# ---- block 1 ----
## config.mk

```make
export PLATFORM = sky130hd
export DESIGN_NAME = game_layer_mixer
export DESIGN_NICKNAME = d
export VERILOG_FILES = /design/src/rtl/game_layer_mixer.sv
export SDC_FILE = /design/constraint.sdc
export NUM_CORES = 1
export LEC_CHECK = 0
export ABC_AREA = 1
export CORE_UTILIZATION = 25
export DETAILED_ROUTE_END_ITERATION = 16
export GPL_TIMING_DRIVEN = 0
export HOLD_SLACK_MARGIN = 0.15
export PLACE_DENSITY = 0.48
export RECOVER_POWER = 50
export SLEW_MARGIN = 5
export SYNTH_ARGS = -nofsm -noshare
export SYNTH_HDL_FRONTEND = slang
export SYNTH_SLANG_ARGS = --single-unit
```

## constraint.sdc

```tcl
create_clock -name clk -period 7.8 [get_ports clk]
set_input_delay 1.56 -clock clk [delete_from_list [all_inputs] [get_ports clk]]
set_output_delay 1.56 -clock clk [all_outputs]
set_load 0.03 [all_outputs]
```

## src/rtl/game_layer_mixer.sv

```systemverilog
// game_layer_mixer
//   Pixel compositor sitting between the per-pixel layer generators (border,
//   moving piece, landed blocks, preview, score text) and the VGA DAC pins.
//   The highest-priority enabled layer (index 0 wins) is coloured through a
//   double-buffered palette. Writes land in a shadow bank. The shadow bank is
//   copied to the visible bank on frame_start. Layers can be made to blink,
//   paced by a frame counter. The output is a 2-stage pipeline, and the output
//   is blanked whenever the delayed ready_sig is low.
//
// Ports
//   clk          pixel clock
//   rst          asynchronous reset, active-high
//   ready_sig    active-video qualifier from the sync generator
//   frame_start  one-cycle pulse at the start of each frame (in blanking)
//   layer_en     per-pixel layer hit flags, bit i = layer i
//   blink_mask   1 = layer i is subject to blinking
//   pal_wr_en    palette write strobe (shadow bank)
//   pal_wr_addr  palette entry to write; entries >= NUM_LAYERS are ignored
//   pal_wr_data  {R,G,B} colour for the entry
//   bg_color     colour shown when no layer hits
//   red/green/blue  registered colour channels
//   pix_valid    ready_sig delayed two clocks, aligned with the colour outputs

module game_layer_mixer #(
    parameter int NUM_LAYERS   = 8,
    parameter int COLOR_W      = 4,
    parameter int BLINK_FRAMES = 32,
    localparam int AW = (NUM_LAYERS > 1) ? $clog2(NUM_LAYERS) : 1
) (
    input  logic                    clk,
    input  logic                    rst,
    input  logic                    ready_sig,
    input  logic                    frame_start,
    input  logic [NUM_LAYERS-1:0]   layer_en,
    input  logic [NUM_LAYERS-1:0]   blink_mask,
    input  logic                    pal_wr_en,
    input  logic [AW-1:0]           pal_wr_addr,
    input  logic [3*COLOR_W-1:0]    pal_wr_data,
    input  logic [3*COLOR_W-1:0]    bg_color,
    output logic [COLOR_W-1:0]      red,
    output logic [COLOR_W-1:0]      green,
    output logic [COLOR_W-1:0]      blue,
    output logic                    pix_valid
);

    localparam int PW = 3 * COLOR_W;
    localparam int CW = $clog2(BLINK_FRAMES);
    localparam logic [CW-1:0] CNT_MAX    = CW'(BLINK_FRAMES - 1);
    localparam logic [CW-1:0] CNT_HALF   = CW'(BLINK_FRAMES / 2);
    localparam logic [AW:0]   ADDR_LIMIT = (AW + 1)'(NUM_LAYERS);

    logic [CW-1:0]         blink_cnt;
    logic [CW-1:0]         blink_cnt_next;
    logic                  blink_phase;

    logic [PW-1:0]         shadow      [NUM_LAYERS];
    logic [PW-1:0]         shadow_next [NUM_LAYERS];
    logic [PW-1:0]         active      [NUM_LAYERS];
    logic                  wr_ok;

    logic [NUM_LAYERS-1:0] eff_en;
    logic                  v1;
    logic [PW-1:0]         bg1;
    logic [PW-1:0]         pix_color;

    // Blink counter. It wraps at BLINK_FRAMES-1. The phase is registered
    // together with the count, so the phase stays constant for a whole frame.
    always_comb begin
        blink_cnt_next = (blink_cnt == CNT_MAX) ? '0 : blink_cnt + 1'b1;
    end

    always_ff @(posedge clk or posedge rst) begin
        if (rst) begin
            blink_cnt   <= '0;
            blink_phase <= 1'b0;
        end else if (frame_start) begin
            blink_cnt   <= blink_cnt_next;
            blink_phase <= (blink_cnt_next >= CNT_HALF);
        end
    end

    // The shadow bank with this cycle's write applied. The frame copy is
    // taken from this merged view, so a write in the frame_start cycle is
    // visible in the next frame. The range check guards non-power-of-two
    // layer counts.
    assign wr_ok = pal_wr_en && ({1'b0, pal_wr_addr} < ADDR_LIMIT);

    always_comb begin
        for (int i = 0; i < NUM_LAYERS; i++) begin
            shadow_next[i] = shadow[i];
            if (wr_ok && (pal_wr_addr == AW'(i))) begin
                shadow_next[i] = pal_wr_data;
            end
        end
    end

    always_ff @(posedge clk or posedge rst) begin
        if (rst) begin
            for (int i = 0; i < NUM_LAYERS; i++) begin
                shadow[i] <= '0;
                active[i] <= '0;
            end
        end else begin
            for (int i = 0; i < NUM_LAYERS; i++) begin
                shadow[i] <= shadow_next[i];
                if (frame_start) begin
                    active[i] <= shadow_next[i];
                end
            end
        end
    end

    // Stage 1: apply blinking and capture the qualifier and the background.
    always_ff @(posedge clk or posedge rst) begin
        if (rst) begin
            eff_en <= '0;
            v1     <= 1'b0;
            bg1    <= '0;
        end else begin
            eff_en <= layer_en & ~(blink_mask & {NUM_LAYERS{blink_phase}});
            v1     <= ready_sig;
            bg1    <= bg_color;
        end
    end

    // Priority select. The loop scans from the top index down, so the lowest
    // set index is applied last and wins.
    always_comb begin
        pix_color = bg1;
        for (int i = NUM_LAYERS - 1; i >= 0; i--) begin
            if (eff_en[i]) begin
                pix_color = active[i];
            end
        end
        if (!v1) begin
            pix_color = '0;
        end
    end

    // Stage 2: drive the DAC registers.
    always_ff @(posedge clk or posedge rst) begin
        if (rst) begin
            red       <= '0;
            green     <= '0;
            blue      <= '0;
            pix_valid <= 1'b0;
        end else begin
            red       <= pix_color[PW-1 -: COLOR_W];
            green     <= pix_color[2*COLOR_W-1 -: COLOR_W];
            blue      <= pix_color[COLOR_W-1:0];
            pix_valid <= v1;
        end
    end

endmodule

```

# ---- block 2 ----
[config.mk]
export PLATFORM = sky130hd
export DESIGN_NAME = proc_fl_in_fifo
export DESIGN_NICKNAME = d
export VERILOG_FILES = /design/src/rtl/proc_fl_in_fifo.sv
export SDC_FILE = /design/constraint.sdc
export NUM_CORES = 1
export LEC_CHECK = 0
export CAP_MARGIN = 20
export CORE_MARGIN = 2
export CORE_UTILIZATION = 50
export CTS_CLUSTER_DIAMETER = 150
export CTS_CLUSTER_SIZE = 28
export DETAILED_ROUTE_END_ITERATION = 12
export HOLD_SLACK_MARGIN = 0.06
export PLACE_DENSITY_LB_ADDON = 0.2
export REMOVE_ABC_BUFFERS = 1
export SETUP_SLACK_MARGIN = 0.4
export SYNTH_ARGS = -nofsm -noshare
export SYNTH_HDL_FRONTEND = slang
export SYNTH_SLANG_ARGS = --single-unit
[constraint.sdc]
create_clock -name clk -period 4 [get_ports clk]
set_input_delay 0.8 -clock clk [delete_from_list [all_inputs] [get_ports clk]]
set_output_delay 0.8 -clock clk [all_outputs]
set_load 0.03 [all_outputs]
[src/rtl/proc_fl_in_fifo.sv]
// proc_fl_in_fifo: per-channel input FIFOs feeding the FP processor read port,
// with sticky underflow flags and a registered, maskable interrupt request.
module proc_fl_in_fifo #(
  parameter int NBMANT = 16,
  parameter int NBEXPO = 6,
  parameter int NUIOIN = 2,
  parameter int FDEPTH = 4,
  parameter logic [NUIOIN-1:0] ITRMSK = '0,
  localparam int NBW = NBMANT + NBEXPO + 1,
  localparam int AW = (NUIOIN > 1) ? $clog2(NUIOIN) : 1,
  localparam int PW = $clog2(FDEPTH),
  localparam int CW = PW + 1
) (
  input  logic                    clk,
  input  logic                    rst,
  input  logic [NUIOIN*NBW-1:0]   src_data,
  input  logic [NUIOIN-1:0]       src_valid,
  output logic [NUIOIN-1:0]       src_ready,
  input  logic [AW-1:0]           addr_in,
  input  logic                    req_in,
  output logic [NBW-1:0]          io_in,
  output logic [NUIOIN-1:0]       fifo_empty,
  output logic [NUIOIN-1:0]       uflow,
  input  logic [NUIOIN-1:0]       uflow_clr,
  output logic                    itr
);
  localparam logic [CW-1:0] FULL = CW'(FDEPTH);
  logic [PW-1:0] rp_q [NUIOIN];
  logic [PW-1:0] rp_d [NUIOIN];
  logic [PW-1:0] wp_q [NUIOIN];
  logic [PW-1:0] wp_d [NUIOIN];
  logic [CW-1:0] cnt_q [NUIOIN];
  logic [CW-1:0] cnt_d [NUIOIN];
  logic [NBW-1:0] mem [NUIOIN][FDEPTH];
  logic [NUIOIN-1:0] uflow_q, uflow_d, push, pop, rd;
  logic itr_q, itr_d;
  logic [AW:0] addr_x;

  always_comb begin
    addr_x = {1'b0, addr_in};
    io_in = '0;
    for (int i = 0; i < NUIOIN; i++) begin
      src_ready[i] = cnt_q[i] != FULL;
      fifo_empty[i] = cnt_q[i] == '0;
      rd[i] = req_in && addr_x == (AW+1)'(i);
      push[i] = src_valid[i] && src_ready[i];
      pop[i] = rd[i] && !fifo_empty[i];
      wp_d[i] = wp_q[i] + PW'(push[i]);
      rp_d[i] = rp_q[i] + PW'(pop[i]);
      cnt_d[i] = cnt_q[i] + CW'(push[i]) - CW'(pop[i]);
      // a fresh underflow wins over a same-cycle clear
      uflow_d[i] = (rd[i] && fifo_empty[i]) || (uflow_q[i] && !uflow_clr[i]);
      io_in = (addr_x == (AW+1)'(i) && !fifo_empty[i]) ? mem[i][rp_q[i]] : io_in;
    end
    itr_d = |(~fifo_empty & ITRMSK);
  end

  always_ff @(posedge clk) begin
    for (int i = 0; i < NUIOIN; i++)
      if (push[i]) mem[i][wp_q[i]] <= src_data[i*NBW +: NBW];
  end

  always_ff @(posedge clk or negedge rst) begin
    if (!rst) begin
      rp_q <= '{default: '0};
      wp_q <= '{default: '0};
      cnt_q <= '{default: '0};
      uflow_q <= '0;
      itr_q <= 1'b0;
    end else begin
      rp_q <= rp_d;
      wp_q <= wp_d;
      cnt_q <= cnt_d;
      uflow_q <= uflow_d;
      itr_q <= itr_d;
    end
  end

  assign uflow = uflow_q;
  assign itr = itr_q;
endmodule

**Block 1: metal layers overlaid**

Scale: 3 px per µm. Only two layers are drawn.
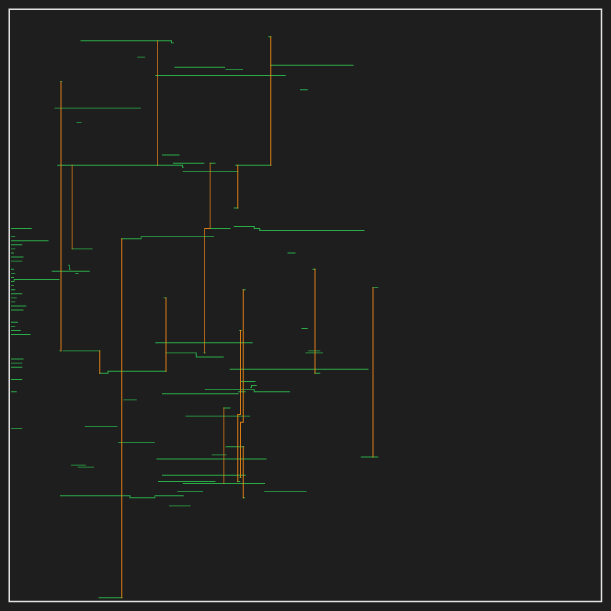
metal 3 -> green  # wire length 937 µm
metal 4 -> orange  # wire length 681 µm

==> impl_table.tex, block 1 <==
% Yosys + OpenROAD metrics
\begin{tabular}{lr}
\hline
Metric & Value \\
\hline
\multicolumn{2}{l}{\textbf{Outcome}} \\
\quad Status & finished with violations \\
\quad Failing checks & capacitance limit, slew limit \\
\multicolumn{2}{l}{\textbf{Worst setup path}} \\
\quad Series of cell instances along the critical path & dlygate4sd3\_1 > clkinvlp\_2 > clkbuf\_1 > clkbuf\_1 \\
\quad Startpoint-to-endpoint class of the critical path & in -> async \\
\multicolumn{2}{l}{\textbf{Timing}} \\
\quad Clock tree skew after final layout & 0.0129 ns \\
\quad Pins over their slew limit & 133 \\
\quad Fin Hold WS & 0.466 ns \\
\quad Final worst path period need & 4.62 ns \\
\quad Slew margin rel. & -37.1\% \\
\multicolumn{2}{l}{\textbf{Placement}} \\
\quad Post-detailed-placement cell area & 10900 µm² \\
\quad Routability congestion estimate & roughly 0.84 \\
\quad PortBufs & a little under 60 \\
\quad Cell count after placement & roughly 1600 \\
\multicolumn{2}{l}{\textbf{GRT}} \\
\quad Grt met1 use & 20.7\% \\
\quad Via count of the first global-routing pass & a little over 7000 \\
\multicolumn{2}{l}{\textbf{Routing}} \\
\quad Total number of vias & 7140 \\
\multicolumn{2}{l}{\textbf{Synth}} \\
\quad Synthesized-area fraction occupied by xor and xnor cells & 0\% \\
\multicolumn{2}{l}{\textbf{Layout}} \\
\quad Share of post-route cells with drive strength above 1 & 10.2\% \\
\quad Final layout net count & 1193 \\
\quad Antenna diode count & 1 \\
\multicolumn{2}{l}{\textbf{Pwr}} \\
\quad Pwr per Cell Area & 287 nW/µm² \\
\quad Switching power as a share of total power & 28.8\% \\
\multicolumn{2}{l}{\textbf{Job}} \\
\quad Number of max-capacitance violations reported & 4 \\
\multicolumn{2}{l}{\textbf{Clock network}} \\
\quad H-tree Lvls & 1 \\
\quad Count of hold-fix buffers inserted at cts & 0 \\
\hline
\end{tabular}
-- block 1: routing by layer --
metal,up-vias,share of wire (%)
li1,3523,-
met1,3435,48
met2,148,46
met3,34,3.4
met4,0,2.5
met5,-,0
-- block 1: synthesized netlist by cell type (all sizes together) --
cell type / instances / area (µm²)
nand3: 38 / 190
clkbuf: 24 / 100
a21boi: 8 / 60.1
buf: 30 / 170
nor3: 6 / 41.3
a21oi: 62 / 340
ha: 2 / 25.0
inv: 76 / 285
o21ai: 132 / 837
dfrtp: 231 / 5780
nand2: 422 / 1590
nor2: 20 / 82.6
**Block 2: metal 2**

Scale: 3 px per µm. Cells faint in the background.
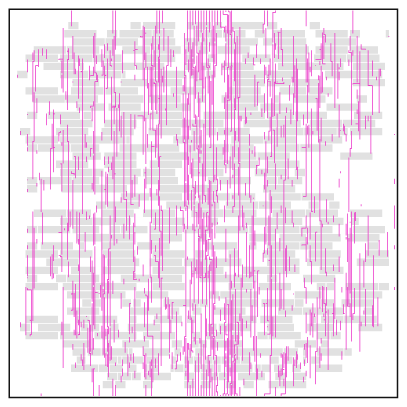
nets with wire on the layer = 457
share of all routed wire = 51%
wire length on this layer = 7220 µm
longest straight run = 52.0 µm
main direction = vertical
Global Route met2 Usage: 28.6%
total number of vias: 3591
Total Wirelength: 14100 µm

==> impl_table.tex, block 2 <==
% Yosys + OpenROAD metrics
\begin{tabular}{lr}
\hline
Metric & Value \\
\hline
\multicolumn{2}{l}{\textbf{Die}} \\
\quad Rows & 45 \\
\multicolumn{2}{l}{\textbf{GRT}} \\
\quad Via count of the first global-routing pass & about 3700 \\
\multicolumn{2}{l}{\textbf{Clock network}} \\
\quad Count of hold-fix buffers inserted at cts & 0 \\
\multicolumn{2}{l}{\textbf{Synth}} \\
\quad Share of flip-flops with an asynchronous set or reset after synthesis & 8.00\% \\
\quad Fa+ha+maj area frac & 1.15\% \\
\quad Area leader, netlist & edfxtp\_1 \\
\multicolumn{2}{l}{\textbf{Timing}} \\
\quad Slew margin rel. & 47.4\% \\
\quad Setup tns final & 0 ns \\
\quad Final Hold Violation Tally & 0 \\
\quad Slew of the pin with the lowest slew margin & 0.786 ns \\
\quad Max Freq & 322 MHz \\
\multicolumn{2}{l}{\textbf{Pwr}} \\
\quad Internal Pwr Total & 4730 µW \\
\quad Net switching power & roughly 2200 µW \\
\multicolumn{2}{l}{\textbf{Placement}} \\
\quad Post-detailed-placement cell area & 8780 µm² \\
\quad PortBufs & 82 \\
\multicolumn{2}{l}{\textbf{Layout}} \\
\quad Clock tree cell share of total cell area & under 10\% \\
\quad Total number of sequential cells & roughly 200 \\
\quad Design area & 9340 µm² \\
\quad Flop area & 5930 µm² \\
\quad Most frequently placed logic cell in the final layout & edfxtp\_1 \\
\quad Combinational share of cell area & 18.4\% \\
\quad Final standard cell utilization of the core & 61.4\% \\
\multicolumn{2}{l}{\textbf{Outcome}} \\
\quad Status & finished clean \\
\multicolumn{2}{l}{\textbf{Routing}} \\
\quad Metal1 wirelength & 6070 µm \\
\multicolumn{2}{l}{\textbf{Worst setup path}} \\
\quad Worst Setup EP & io\_in[22] \\
\quad Most frequent CP cell & buf\_4 \\
\quad Critical register-to-register path endpoint & cnt\_q[2]\$\_DFF\_PN0\_ \\
\hline
\end{tabular}
-- block 2: power groups by stage --
stage	Sequential (µW)	Combinational (µW)	Clock [µW]
floorplan	3090	1370	0
global placement	2950	2370	0
finish	2930	2330	1610
CTS	2940	2380	1650
detailed placement	2980	2370	0
global route	2980	2490	1720
-- block 2: metal layers --
layer  track usage, %  up-vias
li1                 -     1626
met1             24.8     1865
met2             28.6       91
met3             3.62        9
met4             7.10        0
met5                0        -
-- block 2: sequential cells by signal (all words and copies together), names as in the netlist --
name   flops
mem      184
cnt_q      6
wp_q       4
rp_q       4
uflow      2


==> layout pictures side by side <==
Clock wiring as the flow saved it.
panel A
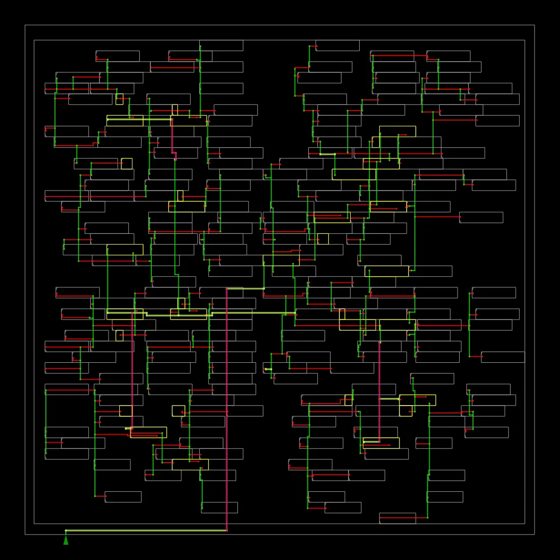
panel B
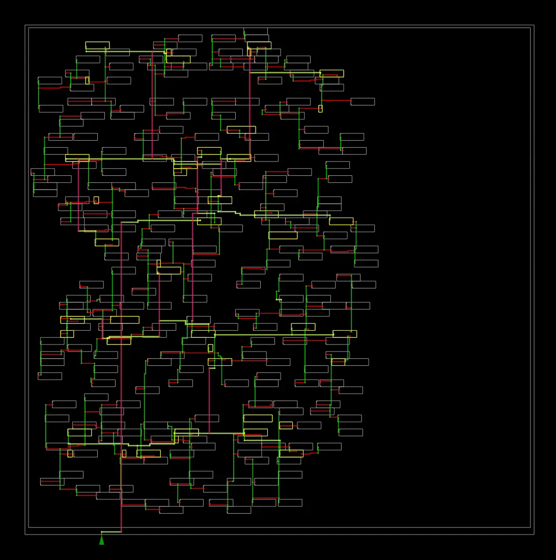
| picture | from |
|---|---|
| panel A | block 2 |
| panel B | block 1 |

Power and IR drop assume default switching activity.
